# ---- alu_pipe ----
==> alu_pipe/congestion.png <==
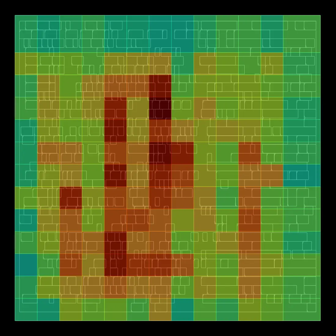

## src/rtl/alu_pipe.sv

```systemverilog
// alu_pipe: pipelined ALU with valid/ready handshake, global stall and a pass-through tag.
// Define ALU_MULT_EN to make OP 15 a multiply; otherwise OP 15 reports an error result.
module alu_pipe #(
    parameter int DATA_WIDTH  = 8,
    parameter int PIPE_STAGES = 3,
    parameter int TAG_WIDTH   = 4
) (
    input  logic                  CLK,
    input  logic                  RST,
    input  logic                  ACT,
    output logic                  ALU_RDY,
    input  logic [3:0]            OP,
    input  logic [1:0]            MOVI,
    input  logic [DATA_WIDTH-1:0] REG_A,
    input  logic [DATA_WIDTH-1:0] REG_B,
    input  logic [DATA_WIDTH-1:0] MEM,
    input  logic [DATA_WIDTH-1:0] IMM,
    input  logic [TAG_WIDTH-1:0]  TAG,
    input  logic                  DST_RDY,
    output logic [DATA_WIDTH-1:0] EX_ALU,
    output logic                  EX_ALU_VLD,
    output logic [TAG_WIDTH-1:0]  EX_TAG,
    output logic                  EX_CARRY,
    output logic                  EX_ZERO,
    output logic                  EX_ERR
);

    typedef enum logic [3:0] {
        OP_ADD  = 4'd0,  OP_SUB  = 4'd1,  OP_INC  = 4'd2,  OP_DEC  = 4'd3,
        OP_AND  = 4'd4,  OP_OR   = 4'd5,  OP_XOR  = 4'd6,  OP_NOT  = 4'd7,
        OP_SHL  = 4'd8,  OP_SHR  = 4'd9,  OP_ROL  = 4'd10, OP_ROR  = 4'd11,
        OP_NAND = 4'd12, OP_NOR  = 4'd13, OP_XNOR = 4'd14, OP_MUL  = 4'd15
    } op_e;

    typedef struct packed {
        logic                  vld;
        logic [DATA_WIDTH-1:0] res;
        logic                  carry;
        logic                  zero;
        logic                  err;
        logic [TAG_WIDTH-1:0]  tag;
    } stage_t;

    localparam int W = DATA_WIDTH;

    stage_t          pipe [PIPE_STAGES];
    stage_t          stage_in;
    logic            advance;
    logic            accept;
    logic [W-1:0]    a;
    logic [W-1:0]    b;
    logic            bad_b;
    logic [W-1:0]    res;
    logic            carry;
    logic            err;
    logic [W:0]      ext;
`ifdef ALU_MULT_EN
    logic [2*W-1:0]  prod;
`endif

    // Global stall: the whole pipe moves only when the output slot is free or being consumed.
    assign advance = !pipe[PIPE_STAGES-1].vld || DST_RDY;
    assign ALU_RDY = advance && !RST;
    assign accept  = ACT && ALU_RDY;
    assign a       = REG_A;

    // NOTE: every output of a combinational block gets a default first, so no path can infer a latch.
    always_comb begin
        b     = '0;
        bad_b = 1'b0;
        case (MOVI)
            2'b00:   b = REG_B;
            2'b01:   b = MEM;
            2'b10:   b = IMM;
            default: bad_b = 1'b1;
        endcase
    end

    always_comb begin
        res   = '0;
        carry = 1'b0;
        err   = bad_b;
        ext   = '0;
`ifdef ALU_MULT_EN
        prod  = '0;
`endif
        case (op_e'(OP))
            OP_ADD: begin
                ext   = {1'b0, a} + {1'b0, b};
                res   = ext[W-1:0];
                carry = ext[W];
            end
            OP_SUB: begin
                ext   = {1'b0, a} - {1'b0, b};
                res   = ext[W-1:0];
                carry = ext[W];
            end
            OP_INC: begin
                ext   = {1'b0, a} + (W+1)'(1);
                res   = ext[W-1:0];
                carry = ext[W];
            end
            OP_DEC: begin
                ext   = {1'b0, a} - (W+1)'(1);
                res   = ext[W-1:0];
                carry = ext[W];
            end
            OP_AND:  res = a & b;
            OP_OR:   res = a | b;
            OP_XOR:  res = a ^ b;
            OP_NOT:  res = ~a;
            OP_SHL: begin
                res   = {a[W-2:0], 1'b0};
                carry = a[W-1];
            end
            OP_SHR: begin
                res   = {1'b0, a[W-1:1]};
                carry = a[0];
            end
            OP_ROL: begin
                res   = {a[W-2:0], a[W-1]};
                carry = a[W-1];
            end
            OP_ROR: begin
                res   = {a[0], a[W-1:1]};
                carry = a[0];
            end
            OP_NAND: res = ~(a & b);
            OP_NOR:  res = ~(a | b);
            OP_XNOR: res = ~(a ^ b);
            OP_MUL: begin
`ifdef ALU_MULT_EN
                prod  = {{W{1'b0}}, a} * {{W{1'b0}}, b};
                res   = prod[W-1:0];
                carry = |prod[2*W-1:W];
`else
                err   = 1'b1;
`endif
            end
        endcase
    end

    always_comb begin
        stage_in       = '0;
        stage_in.vld   = accept;
        stage_in.res   = res;
        stage_in.carry = carry;
        stage_in.zero  = (res == '0);
        stage_in.err   = err;
        stage_in.tag   = TAG;
    end

    // NOTE: state updates use non-blocking assignments so every stage samples its predecessor's old value.
    always_ff @(posedge CLK) begin
        if (RST) begin
            // NOTE: all stages, data included, are cleared so nothing from before reset can resurface.
            for (int i = 0; i < PIPE_STAGES; i++) pipe[i] <= '0;
        end else if (advance) begin
            pipe[0] <= stage_in;
            for (int i = 1; i < PIPE_STAGES; i++) pipe[i] <= pipe[i-1];
        end
    end

    assign EX_ALU_VLD = pipe[PIPE_STAGES-1].vld;
    assign EX_ALU     = pipe[PIPE_STAGES-1].res;
    assign EX_TAG     = pipe[PIPE_STAGES-1].tag;
    assign EX_CARRY   = pipe[PIPE_STAGES-1].carry;
    assign EX_ZERO    = pipe[PIPE_STAGES-1].zero;
    assign EX_ERR     = pipe[PIPE_STAGES-1].err;

endmodule

```

## config.mk

```make
export PLATFORM = sky130hd
export DESIGN_NAME = alu_pipe
export DESIGN_NICKNAME = d
export VERILOG_FILES = /design/src/rtl/alu_pipe.sv
export SDC_FILE = /design/constraint.sdc
export NUM_CORES = 1
export LEC_CHECK = 0
export CAP_MARGIN = 30
export CORE_UTILIZATION = 48
export CTS_CLUSTER_DIAMETER = 40
export CTS_CLUSTER_SIZE = 12
export DETAILED_ROUTE_END_ITERATION = 16
export GPL_TIMING_DRIVEN = 0
export PLACE_DENSITY_LB_ADDON = 0.1
export SLEW_MARGIN = 20
export SYNTH_ARGS = -nofsm -noshare
export SYNTH_HDL_FRONTEND = slang
export SYNTH_SLANG_ARGS = --single-unit
```

## constraint.sdc

```tcl
create_clock -name CLK -period 8 [get_ports CLK]
set_clock_uncertainty 0.2 [all_clocks]
set_input_delay 1.2 -clock CLK [delete_from_list [all_inputs] [get_ports CLK]]
set_output_delay 1.2 -clock CLK [all_outputs]
set_load 0.05 [all_outputs]
```

# ---- speaker_arbiter ----
**src/rtl/speaker_arbiter.sv**
```systemverilog
// Fixed-priority speaker arbiter: grants the speaker to one of three tone
// sources, generates its square wave, and inserts a silent gap on every handover.
module speaker_arbiter #(
    parameter int DIV_W      = 16,
    parameter int GAP_CYCLES = 50000
) (
    input  logic             clk_clk,
    input  logic             reset_reset,
    input  logic             enable,
    input  logic [2:0]       req,
    input  logic [DIV_W-1:0] half_period0,
    input  logic [DIV_W-1:0] half_period1,
    input  logic [DIV_W-1:0] half_period2,
    output logic [2:0]       grant,
    output logic             speaker,
    output logic             active,
    output logic             preempted
);

    typedef enum logic [1:0] {
        S_IDLE = 2'd0,
        S_PLAY = 2'd1,
        S_GAP  = 2'd2
    } state_t;

    localparam logic [19:0]      GAP_LAST = 20'(GAP_CYCLES - 1);
    localparam logic [DIV_W-1:0] HP_ONE   = {{(DIV_W-1){1'b0}}, 1'b1};

    function automatic logic [DIV_W-1:0] hp_mux(
        input logic [2:0]       sel,
        input logic [DIV_W-1:0] hp0,
        input logic [DIV_W-1:0] hp1,
        input logic [DIV_W-1:0] hp2
    );
        logic [DIV_W-1:0] v;
        v = '0;
        if (sel[0]) v = hp0;
        else if (sel[1]) v = hp1;
        else if (sel[2]) v = hp2;
        return v;
    endfunction

    state_t           r_state, w_state_nxt;
    logic [2:0]       r_grant, w_grant_nxt;
    logic [DIV_W-1:0] r_hp, w_hp_nxt;
    logic [DIV_W-1:0] r_cnt, w_cnt_nxt;
    logic [19:0]      r_gap_cnt, w_gap_cnt_nxt;
    logic             r_spk, w_spk_nxt;
    logic             r_pre, w_pre_nxt;

    logic [2:0]       w_win;
    logic [DIV_W-1:0] w_hp_win;
    logic [DIV_W-1:0] w_hp_own;
    logic             w_higher;
    logic             w_own_req;

    assign w_win     = req[0] ? 3'b001 : req[1] ? 3'b010 : req[2] ? 3'b100 : 3'b000;
    assign w_hp_win  = hp_mux(w_win, half_period0, half_period1, half_period2);
    assign w_hp_own  = hp_mux(r_grant, half_period0, half_period1, half_period2);
    // One-hot minus one masks exactly the sources that outrank the owner.
    assign w_higher  = |(req & (r_grant - 3'd1));
    assign w_own_req = |(req & r_grant);

    always_ff @(posedge clk_clk or posedge reset_reset) begin
        if (reset_reset) begin
            r_state   <= S_IDLE;
            r_grant   <= 3'b000;
            r_hp      <= '0;
            r_cnt     <= '0;
            r_gap_cnt <= '0;
            r_spk     <= 1'b0;
            r_pre     <= 1'b0;
        end else begin
            r_state   <= w_state_nxt;
            r_grant   <= w_grant_nxt;
            r_hp      <= w_hp_nxt;
            r_cnt     <= w_cnt_nxt;
            r_gap_cnt <= w_gap_cnt_nxt;
            r_spk     <= w_spk_nxt;
            r_pre     <= w_pre_nxt;
        end
    end

    always_comb begin
        w_state_nxt   = r_state;
        w_grant_nxt   = r_grant;
        w_hp_nxt      = r_hp;
        w_cnt_nxt     = r_cnt;
        w_gap_cnt_nxt = r_gap_cnt;
        w_spk_nxt     = r_spk;
        w_pre_nxt     = 1'b0;

        case (r_state)
            S_IDLE: begin
                w_grant_nxt = 3'b000;
                w_spk_nxt   = 1'b0;
                w_cnt_nxt   = '0;
                if (enable && (req != 3'b000)) begin
                    w_state_nxt = S_PLAY;
                    w_grant_nxt = w_win;
                    w_hp_nxt    = w_hp_win;
                end
            end

            S_PLAY: begin
                if (!enable) begin
                    w_state_nxt = S_IDLE;
                    w_grant_nxt = 3'b000;
                    w_spk_nxt   = 1'b0;
                    w_cnt_nxt   = '0;
                end else if (w_higher || !w_own_req) begin
                    w_state_nxt   = S_GAP;
                    w_pre_nxt     = w_higher;
                    w_grant_nxt   = 3'b000;
                    w_spk_nxt     = 1'b0;
                    w_cnt_nxt     = '0;
                    w_gap_cnt_nxt = '0;
                end else if (r_hp == '0) begin
                    w_spk_nxt = 1'b0;
                    w_cnt_nxt = '0;
                    w_hp_nxt  = w_hp_own;
                end else if (r_cnt == r_hp - HP_ONE) begin
                    // New half-period is picked up only here, at the toggle.
                    w_spk_nxt = ~r_spk;
                    w_cnt_nxt = '0;
                    w_hp_nxt  = w_hp_own;
                end else begin
                    w_cnt_nxt = r_cnt + HP_ONE;
                end
            end

            S_GAP: begin
                w_grant_nxt = 3'b000;
                w_spk_nxt   = 1'b0;
                w_cnt_nxt   = '0;
                if (!enable) begin
                    w_state_nxt = S_IDLE;
                end else if (r_gap_cnt == GAP_LAST) begin
                    if (req != 3'b000) begin
                        w_state_nxt = S_PLAY;
                        w_grant_nxt = w_win;
                        w_hp_nxt    = w_hp_win;
                    end else begin
                        w_state_nxt = S_IDLE;
                    end
                end else begin
                    w_gap_cnt_nxt = r_gap_cnt + 20'd1;
                end
            end

            default: begin
                w_state_nxt = S_IDLE;
                w_grant_nxt = 3'b000;
                w_spk_nxt   = 1'b0;
                w_cnt_nxt   = '0;
            end
        endcase
    end

    assign grant     = r_grant;
    assign speaker   = r_spk;
    assign active    = (r_state == S_PLAY);
    assign preempted = r_pre;

endmodule

```
**config.mk**
```make
export PLATFORM = sky130hd
export DESIGN_NAME = speaker_arbiter
export DESIGN_NICKNAME = d
export VERILOG_FILES = /design/src/rtl/speaker_arbiter.sv
export SDC_FILE = /design/constraint.sdc
export NUM_CORES = 1
export LEC_CHECK = 0
export ABC_AREA = 0
export CAP_MARGIN = 25
export CORE_AREA = 2 2 96 98
export DETAILED_ROUTE_END_ITERATION = 10
export DIE_AREA = 0 0 98 100
export PLACE_DENSITY = 0.75
export SLEW_MARGIN = 25
export SYNTH_ARGS = -nofsm -noshare
export SYNTH_HDL_FRONTEND = slang
export SYNTH_SLANG_ARGS = --single-unit
```
**constraint.sdc**
```tcl
create_clock -name clk_clk -period 2.6 [get_ports clk_clk]
set_input_delay 0.52 -clock clk_clk [delete_from_list [all_inputs] [get_ports clk_clk]]
set_output_delay 0.52 -clock clk_clk [all_outputs]
set_load 0.01 [all_outputs]
```
# ---- binary_to_gray ----
## src/rtl/binary_to_gray.sv

```systemverilog
// binary_to_gray
//   Registered binary-to-Gray converter with a one-bit-change indicator.
//   Each accepted binary word is converted as gray = binary ^ (binary >> 1)
//   and presented one cycle later together with a one-cycle gray_valid pulse.
//   single_step reports whether the new Gray word differs from the previous
//   accepted one in exactly one bit. The first word after reset has no
//   predecessor and always reports 0.
//
//   Optional build macro: BINARY_TO_GRAY_CHECK_EN
//     When defined, the registered Gray word is converted back to binary and
//     compared with the registered accepted binary word whenever gray_valid
//     is high. A mismatch sets roundtrip_err, which stays set until reset.
//
// Ports
//   clk           rising-edge clock
//   rst           synchronous active-high reset
//   binary_valid  qualifies binary this cycle (no backpressure)
//   binary        unsigned binary input, WIDTH bits
//   gray          registered Gray code of the last accepted word
//   gray_valid    one-cycle pulse: gray was updated on this edge
//   single_step   registered: last accepted gray differs from its predecessor in one bit
//   roundtrip_err sticky self-check failure (only with BINARY_TO_GRAY_CHECK_EN)
module binary_to_gray #(
  parameter int unsigned WIDTH = 4
) (
  input  logic             clk,
  input  logic             rst,
  input  logic             binary_valid,
  input  logic [WIDTH-1:0] binary,
  output logic [WIDTH-1:0] gray,
  output logic             gray_valid,
  output logic             single_step
`ifdef BINARY_TO_GRAY_CHECK_EN
  ,
  output logic             roundtrip_err
`endif
);

  logic [WIDTH-1:0] gray_next;
  logic [WIDTH-1:0] gray_diff;
  logic             diff_seen;
  logic             diff_multi;
  logic             one_bit_diff;
  logic             have_prev;

  // Exactly-one-bit test kept bitwise: track "some bit set" and
  // "a second bit set" while scanning the difference vector.
  always_comb begin
    gray_next  = binary ^ (binary >> 1);
    gray_diff  = gray_next ^ gray;
    diff_seen  = 1'b0;
    diff_multi = 1'b0;
    for (int unsigned i = 0; i < WIDTH; i++) begin
      diff_multi = diff_multi | (diff_seen & gray_diff[i]);
      diff_seen  = diff_seen | gray_diff[i];
    end
    one_bit_diff = diff_seen & ~diff_multi;
  end

  always_ff @(posedge clk) begin
    if (rst) begin
      gray        <= '0;
      gray_valid  <= 1'b0;
      single_step <= 1'b0;
      have_prev   <= 1'b0;
    end else begin
      gray_valid <= binary_valid;
      if (binary_valid) begin
        gray        <= gray_next;
        single_step <= have_prev & one_bit_diff;
        have_prev   <= 1'b1;
      end
    end
  end

`ifdef BINARY_TO_GRAY_CHECK_EN
  logic [WIDTH-1:0] binary_q;
  logic [WIDTH-1:0] gray_back;

  // b[i] is the XOR of all Gray bits from i upward; the reduction form
  // avoids a bit-serial chain that refers back to itself.
  always_comb begin
    gray_back = '0;
    for (int unsigned i = 0; i < WIDTH; i++) begin
      gray_back[i] = ^(gray >> i);
    end
  end

  always_ff @(posedge clk) begin
    if (rst) begin
      binary_q      <= '0;
      roundtrip_err <= 1'b0;
    end else begin
      if (binary_valid) begin
        binary_q <= binary;
      end
      if (gray_valid && (gray_back != binary_q)) begin
        roundtrip_err <= 1'b1;
      end
    end
  end
`endif

endmodule

```

## config.mk

```make
export PLATFORM = sky130hd
export DESIGN_NAME = binary_to_gray
export DESIGN_NICKNAME = d
export VERILOG_FILES = /design/src/rtl/binary_to_gray.sv
export SDC_FILE = /design/constraint.sdc
export NUM_CORES = 1
export LEC_CHECK = 0
export CAP_MARGIN = 20
export CORE_AREA = 2 2 39 41
export DETAILED_ROUTE_END_ITERATION = 8
export DIE_AREA = 0 0 41 43
export MAX_ROUTING_LAYER = met4
export SETUP_SLACK_MARGIN = 0.5
export SLEW_MARGIN = 0
export SYNTH_ARGS = -nofsm -noshare
export SYNTH_HDL_FRONTEND = slang
export SYNTH_SLANG_ARGS = --single-unit
```

## constraint.sdc

```tcl
create_clock -name clk -period 1.2 [get_ports clk]
set_input_delay 0.24 -clock clk [delete_from_list [all_inputs] [get_ports clk]]
set_output_delay 0.24 -clock clk [all_outputs]
set_load 0.05 [all_outputs]
```


==> layout pictures side by side <==
Wiring by layer.
Only two layers are drawn.
panel A
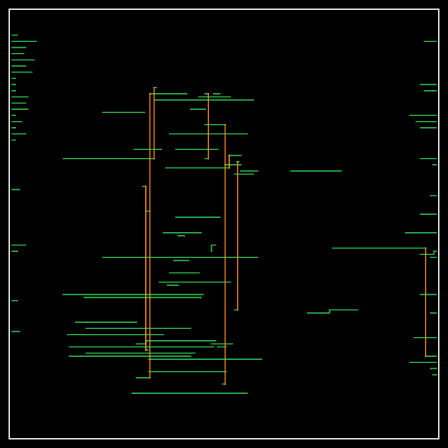
panel B
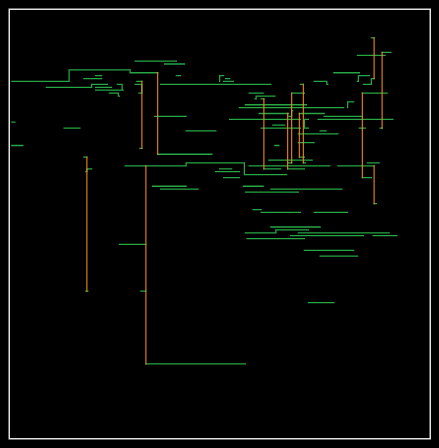
panel C
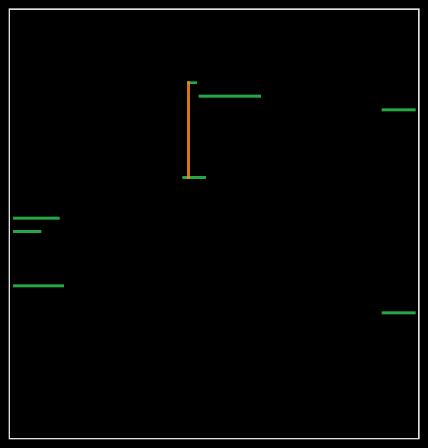
- most wire: panel B
- panel A = alu_pipe
- panel C = binary_to_gray
- panel B = speaker_arbiter

Key to panel B:
Orange shows metal 4, wire length 242 um. Green shows metal 3, wire length 655 um.

==> binary_to_gray/congestion.png <==
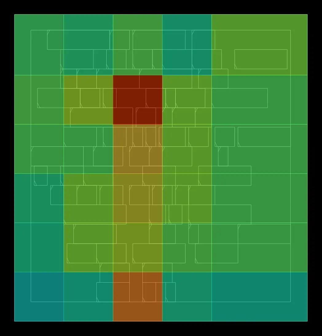
Top Usage Layer GRT: met1
GRT met2 Usage: 20.0%
Total GRT Usage: 14.0%
final core occ: 57.1%
GR Util met3: 1.57%

==> flow_summary.json, binary_to_gray <==
{
  "status": "finished with violations",
  "violations": "negative setup slack",
  "holdPathStages": 3,
  "xor_area_share_pct": 14.7,
  "final.setup.worst_slack_ns": -0.175,
  "seq_cell_count": 7,
  "cts_tree": "done",
  "cts-buffers-inserted": 3,
  "wl_met2_um": 585,
  "worst_ep_arrival_time_ns": 1.54,
  "hold_path_end": "have_prev$_SDFFE_PP0P_",
  "hold_buffers": 0,
  "cp.required_ns": 1.36,
  "ys.warnings.count": 0,
  "crit_cells": 5,
  "p_comb_w": 0.000304,
  "holdWs_ns": 0.285,
  "setup_tns_ns": -0.175,
  "ys.flops": 7,
  "drive_gt1_share_pct": 66.7,
  "ys.flop_type": "dfxtp_1",
  "setup-violations-final": 1,
  "final_area_sq_um": 791,
  "grt_remaining_overflow": 0,
  "tool_warnings": 29,
  "ant_nets": 0,
  "largest_reg_flops": 4,
  "h-tree-depth": 1,
  "fin_crit_ns": 1.38,
  "fa_ha_area_share_pct": 0
}
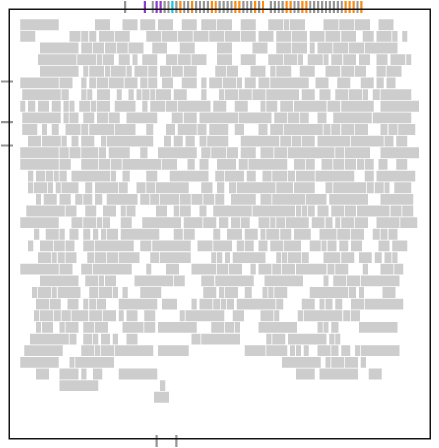
(speaker_arbiter/io_placement.png)
Pins as bars across the die edge, other pins in gray.
Purple shows grant, pins 3, direction output, edge top. Cyan shows active, pins 1, direction output, edge top. Orange shows half_period0, pins 16, direction input, edge top.
All pins by edge: 55 top, 3 left, 2 bottom.
Die Y: 100 um
count of input and output buffers: 59
Die X: 98 um

==> flow_summary.json, speaker_arbiter <==
{
  "crit_family": "simple AND/OR/NAND/NOR gates",
  "met1_usage_pct": 32.1,
  "avgSynthCellArea_sq_um": 8.60,
  "final.setup.worst_slack_ns": -0.0592,
  "power_leader": "combinational logic",
  "layout_top_cell": "buf_4",
  "worst_ep_arrival_time_ns": 2.87,
  "max-slew-margin-rel_pct": 28.9,
  "status": "finished with violations",
  "via_per_inst": 6.19,
  "largest_reg_flops": 20,
  "setup-violations-final": 14,
  "drtIter0Drc": 275,
  "skew_ns": 0.00803,
  "grt_remaining_overflow": 0,
  "grt_pass1_wl_um": 19900,
  "path_buffers": 1,
  "p_leak_nw": 2.42,
  "p_clk_share_pct": 23.2,
  "max_freq_mhz": 376,
  "violations": "negative setup slack",
  "routed_wl_um": 12700,
  "synth_nets": 551
}
==> alu_pipe/clk_routes.png <==
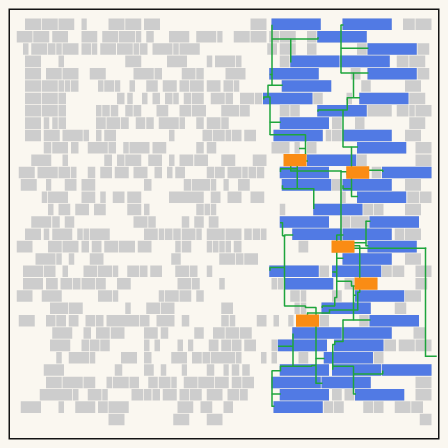
Blue shows flip-flops, count 48. Green shows clock wires, length 455 um. Orange shows clock drivers, count 5.
Position of the flops: a vertical strip on the right.
clock latency (worst-skew pair): 0.28 ns
clock power share: 19.7%

## Picture notes: alu_pipe/congestion.png
WL/cell: 16.5 um
met1 Use GR: 29.9%

==> flow_summary.json, alu_pipe <==
{
  "status": "finished clean",
  "ys.warnings.count": 0,
  "nWellTaps": 105,
  "startpoint": "MOVI[1]",
  "power_frac_comb_pct": 34.9,
  "place_ws_ns": 2.80,
  "sh_comb_area_pct": 45.8,
  "antenna_cells_inserted": 0,
  "path_buffers": 2,
  "layoutNonFillerInstCount": 615,
  "r2r_end": "pipe[0][31]$_SDFFCE_PN0P_",
  "fp.coreArea_sq_mm": 0.00822,
  "dr.max_layer_used": "met4",
  "reg_top3": "pipe (48)",
  "rsz0062_at_grt": "no",
  "top_register": "pipe",
  "largest_reg_flops": 48,
  "synth_nets": 515,
  "wl_met2_um": 4950,
  "async_reset_ff_share_pct": 0,
  "cp_max_fo": 10,
  "final.setup.worst_slack_ns": 3.12,
  "yosys.area_share.aoi_pct": 18.1,
  "worst_slew_pin_slew_ns": 0.755,
  "flop_area_sq_mm": 0.00144
}

# ---- stopwatch_counter_flat ----
==> stopwatch_counter_flat/clk_routes.png <==
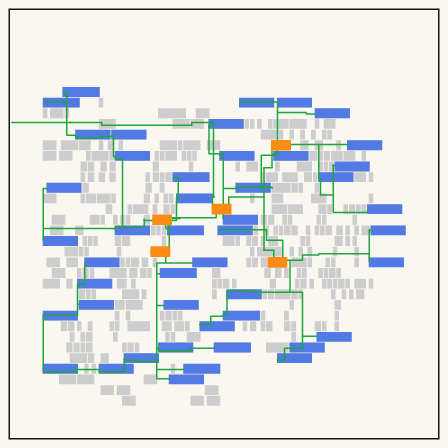
==> stopwatch_counter_flat/placement_by_type.png <==
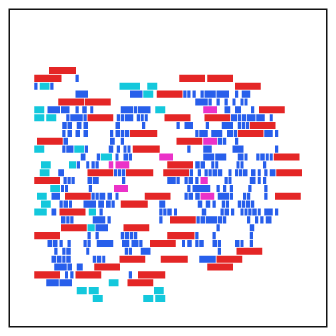
==> config.mk <==
export PLATFORM = sky130hd
export DESIGN_NAME = stopwatch_counter_flat
export DESIGN_NICKNAME = d
export VERILOG_FILES = /design/src/rtl/stopwatch_counter_if.sv /design/src/rtl/stopwatch_counter.sv /design/src/flat_wrapper.sv
export SDC_FILE = /design/constraint.sdc
export NUM_CORES = 1
export LEC_CHECK = 0
export ABC_AREA = 1
export CORE_MARGIN = 8
export CORE_UTILIZATION = 30
export CTS_CLUSTER_DIAMETER = 30
export DETAILED_ROUTE_END_ITERATION = 12
export PLACE_DENSITY = 0.51
export SYNTH_ARGS = -nofsm -noshare
export SYNTH_HDL_FRONTEND = slang
export SYNTH_SLANG_ARGS = --single-unit
export TNS_END_PERCENT = 20
==> constraint.sdc <==
create_clock -name clk_50MHz -period 1.7 [get_ports clk_50MHz]
set_input_delay 0.34 -clock clk_50MHz [delete_from_list [all_inputs] [get_ports clk_50MHz]]
set_output_delay 0.34 -clock clk_50MHz [all_outputs]
set_load 0.005 [all_outputs]
==> src/rtl/stopwatch_counter_if.sv <==
// Signal bundle between the stopwatch core and whatever drives its controls
// and reads its BCD display digits.
interface stopwatch_counter_if;
    logic       tick_1hz;
    logic       key_start_n;
    logic       clr;
    logic [3:0] sec_ones;
    logic [3:0] sec_tens;
    logic [3:0] min_ones;
    logic [3:0] min_tens;
    logic       running;
    logic       rollover;

    modport master (
        output tick_1hz, key_start_n, clr,
        input  sec_ones, sec_tens, min_ones, min_tens, running, rollover
    );

    modport slave (
        input  tick_1hz, key_start_n, clr,
        output sec_ones, sec_tens, min_ones, min_tens, running, rollover
    );
endinterface

==> src/rtl/stopwatch_counter.sv <==
// MM:SS BCD stopwatch with a debounced Start/Pause key, a synchronous clear
// and a one-cycle rollover pulse at the 59:59 -> 00:00 wrap.
module stopwatch_counter #(
    parameter int DEBOUNCE_CYCLES = 1000000
) (
    input  logic                clk_50MHz,
    input  logic                rst,
    stopwatch_counter_if.slave  sw
);

    localparam int CNT_W = (DEBOUNCE_CYCLES > 1) ? $clog2(DEBOUNCE_CYCLES) : 1;
    localparam logic [CNT_W-1:0] CNT_LAST = CNT_W'(DEBOUNCE_CYCLES - 1);

    typedef enum logic [1:0] {IDLE, RUN, PAUSE} state_t;

    logic [1:0]       rst_pipe;
    logic             rst_sync;
    logic [1:0]       key_pipe;
    logic             key_sync;
    logic             db_level;
    logic [CNT_W-1:0] db_count;
    logic             press;
    state_t           state;
    state_t           next_state;
    logic [3:0]       sec_ones_q;
    logic [3:0]       sec_tens_q;
    logic [3:0]       min_ones_q;
    logic [3:0]       min_tens_q;
    logic             running_q;
    logic             rollover_q;

    // Reset asserts immediately but releases only on a clock edge.
    always_ff @(posedge clk_50MHz or posedge rst) begin
        if (rst) begin
            rst_pipe <= 2'b11;
        end else begin
            rst_pipe <= {rst_pipe[0], 1'b0};
        end
    end

    assign rst_sync = rst_pipe[1];

    always_ff @(posedge clk_50MHz or posedge rst_sync) begin
        if (rst_sync) begin
            key_pipe <= 2'b11;
        end else begin
            key_pipe <= {key_pipe[0], sw.key_start_n};
        end
    end

    assign key_sync = key_pipe[1];

    // A new level is accepted only after it has held for the full window;
    // press fires only when the accepted level falls.
    always_ff @(posedge clk_50MHz or posedge rst_sync) begin
        if (rst_sync) begin
            db_level <= 1'b1;
            db_count <= '0;
            press    <= 1'b0;
        end else begin
            press <= 1'b0;
            if (key_sync != db_level) begin
                if (db_count == CNT_LAST) begin
                    db_level <= key_sync;
                    db_count <= '0;
                    press    <= ~key_sync;
                end else begin
                    db_count <= db_count + 1'b1;
                end
            end else begin
                db_count <= '0;
            end
        end
    end

    always_ff @(posedge clk_50MHz or posedge rst_sync) begin
        if (rst_sync) begin
            state <= IDLE;
        end else begin
            state <= next_state;
        end
    end

    always_comb begin
        next_state = state;
        if (sw.clr) begin
            next_state = IDLE;
        end else if (press) begin
            case (state)
                IDLE:    next_state = RUN;
                RUN:     next_state = PAUSE;
                PAUSE:   next_state = RUN;
                default: next_state = IDLE;
            endcase
        end
    end

    // Ticks are judged against the current state, so a press in the same
    // cycle only affects counting from the following cycle on.
    always_ff @(posedge clk_50MHz or posedge rst_sync) begin
        if (rst_sync) begin
            sec_ones_q <= 4'd0;
            sec_tens_q <= 4'd0;
            min_ones_q <= 4'd0;
            min_tens_q <= 4'd0;
            running_q  <= 1'b0;
            rollover_q <= 1'b0;
        end else begin
            rollover_q <= 1'b0;
            running_q  <= (next_state == RUN);
            if (sw.clr) begin
                sec_ones_q <= 4'd0;
                sec_tens_q <= 4'd0;
                min_ones_q <= 4'd0;
                min_tens_q <= 4'd0;
            end else if (sw.tick_1hz && state == RUN) begin
                if (sec_ones_q >= 4'd9) begin
                    sec_ones_q <= 4'd0;
                    if (sec_tens_q >= 4'd5) begin
                        sec_tens_q <= 4'd0;
                        if (min_ones_q >= 4'd9) begin
                            min_ones_q <= 4'd0;
                            if (min_tens_q >= 4'd5) begin
                                min_tens_q <= 4'd0;
                                rollover_q <= 1'b1;
                            end else begin
                                min_tens_q <= min_tens_q + 4'd1;
                            end
                        end else begin
                            min_ones_q <= min_ones_q + 4'd1;
                        end
                    end else begin
                        sec_tens_q <= sec_tens_q + 4'd1;
                    end
                end else begin
                    sec_ones_q <= sec_ones_q + 4'd1;
                end
            end
        end
    end

    assign sw.sec_ones = sec_ones_q;
    assign sw.sec_tens = sec_tens_q;
    assign sw.min_ones = min_ones_q;
    assign sw.min_tens = min_tens_q;
    assign sw.running  = running_q;
    assign sw.rollover = rollover_q;

endmodule

==> src/flat_wrapper.sv <==
// flat-port wrapper written by rule: the top's interface ports become plain ports
module stopwatch_counter_flat 
#(
    parameter int DEBOUNCE_CYCLES = 1000000
)
  (clk_50MHz, rst, sw_tick_1hz, sw_key_start_n, sw_clr, sw_sec_ones, sw_sec_tens, sw_min_ones, sw_min_tens, sw_running, sw_rollover);
  stopwatch_counter_if sw_i ();
  input  logic clk_50MHz;
  input  logic rst;
  input wire logic [$bits(sw_i.tick_1hz)-1:0] sw_tick_1hz;
  input wire logic [$bits(sw_i.key_start_n)-1:0] sw_key_start_n;
  input wire logic [$bits(sw_i.clr)-1:0] sw_clr;
  output wire logic [$bits(sw_i.sec_ones)-1:0] sw_sec_ones;
  output wire logic [$bits(sw_i.sec_tens)-1:0] sw_sec_tens;
  output wire logic [$bits(sw_i.min_ones)-1:0] sw_min_ones;
  output wire logic [$bits(sw_i.min_tens)-1:0] sw_min_tens;
  output wire logic [$bits(sw_i.running)-1:0] sw_running;
  output wire logic [$bits(sw_i.rollover)-1:0] sw_rollover;
  assign sw_i.tick_1hz = sw_tick_1hz;
  assign sw_i.key_start_n = sw_key_start_n;
  assign sw_i.clr = sw_clr;
  assign sw_sec_ones = sw_i.sec_ones;
  assign sw_sec_tens = sw_i.sec_tens;
  assign sw_min_ones = sw_i.min_ones;
  assign sw_min_tens = sw_i.min_tens;
  assign sw_running = sw_i.running;
  assign sw_rollover = sw_i.rollover;
  stopwatch_counter #(.DEBOUNCE_CYCLES(DEBOUNCE_CYCLES)) u_core (.clk_50MHz(clk_50MHz), .rst(rst), .sw(sw_i));
endmodule
==> flow_summary.json <==
{
  "xor_area_share_pct": 4.64,
  "setup_tns_ns": 0,
  "wl_met1_um": 2680,
  "end_kind": "output pin",
  "place_ws_ns": 0.0493,
  "die_w_um": 109,
  "crit_cells": 1,
  "drtIter0Drc": 31,
  "worstHoldPathType": "reg2async",
  "holdWs_ns": 0.235,
  "hold_buffers": 0,
  "comb_area_sq_mm": 0.00125,
  "grt-busiest-layer": "met2",
  "logic_gate_count": 225,
  "path_buffers": 1,
  "period_used_pct": 95.8,
  "hpwl_um": 4200,
  "yosysTopAreaCell": "dfrtp_1",
  "hold_violations": 0,
  "nNetsFinal": 375,
  "met2_usage_pct": 16.3,
  "status": "finished clean"
}
Notes on stopwatch_counter_flat/clk_routes.png above:
Orange shows clock drivers, count 5. Green shows clock wires, length 700 um. Blue shows flip-flops, count 46.
There are 6 routed clock nets.
clock power share: 32.3%
clock latency (worst-skew pair): 0.30 ns
clock group total power: 0.000723 W
Clock Skews: 0.00518 ns

Notes on stopwatch_counter_flat/placement_by_type.png above:
Magenta shows clock drivers and dummy loads, cells 8. Cyan shows other buffers and delay cells, cells 27. Blue shows combinational and other logic, cells 277. Red shows flops, cells 46.
Rows: 34
sequential cell area share: 37.3%



==> notes/layouts.md <==
Pictures saved along the way, in no particular order.

Placed cells, one color a class.
picture 1
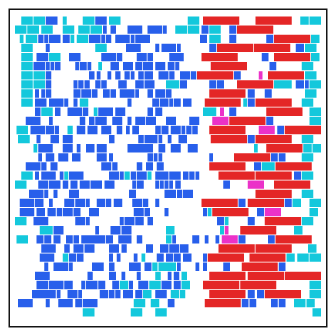
picture 2
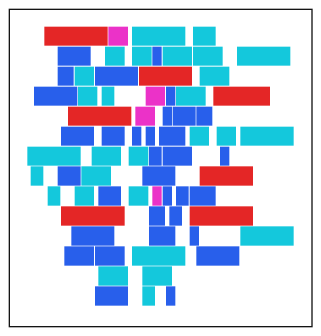
picture 3
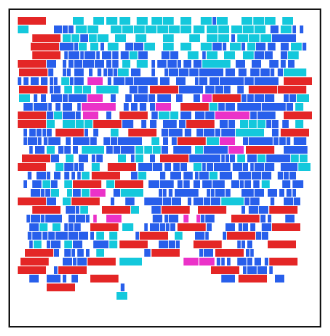
picture 2 -> binary_to_gray
picture 3 -> speaker_arbiter
picture 1 -> alu_pipe

Power is estimated from default activity; no workload was simulated.
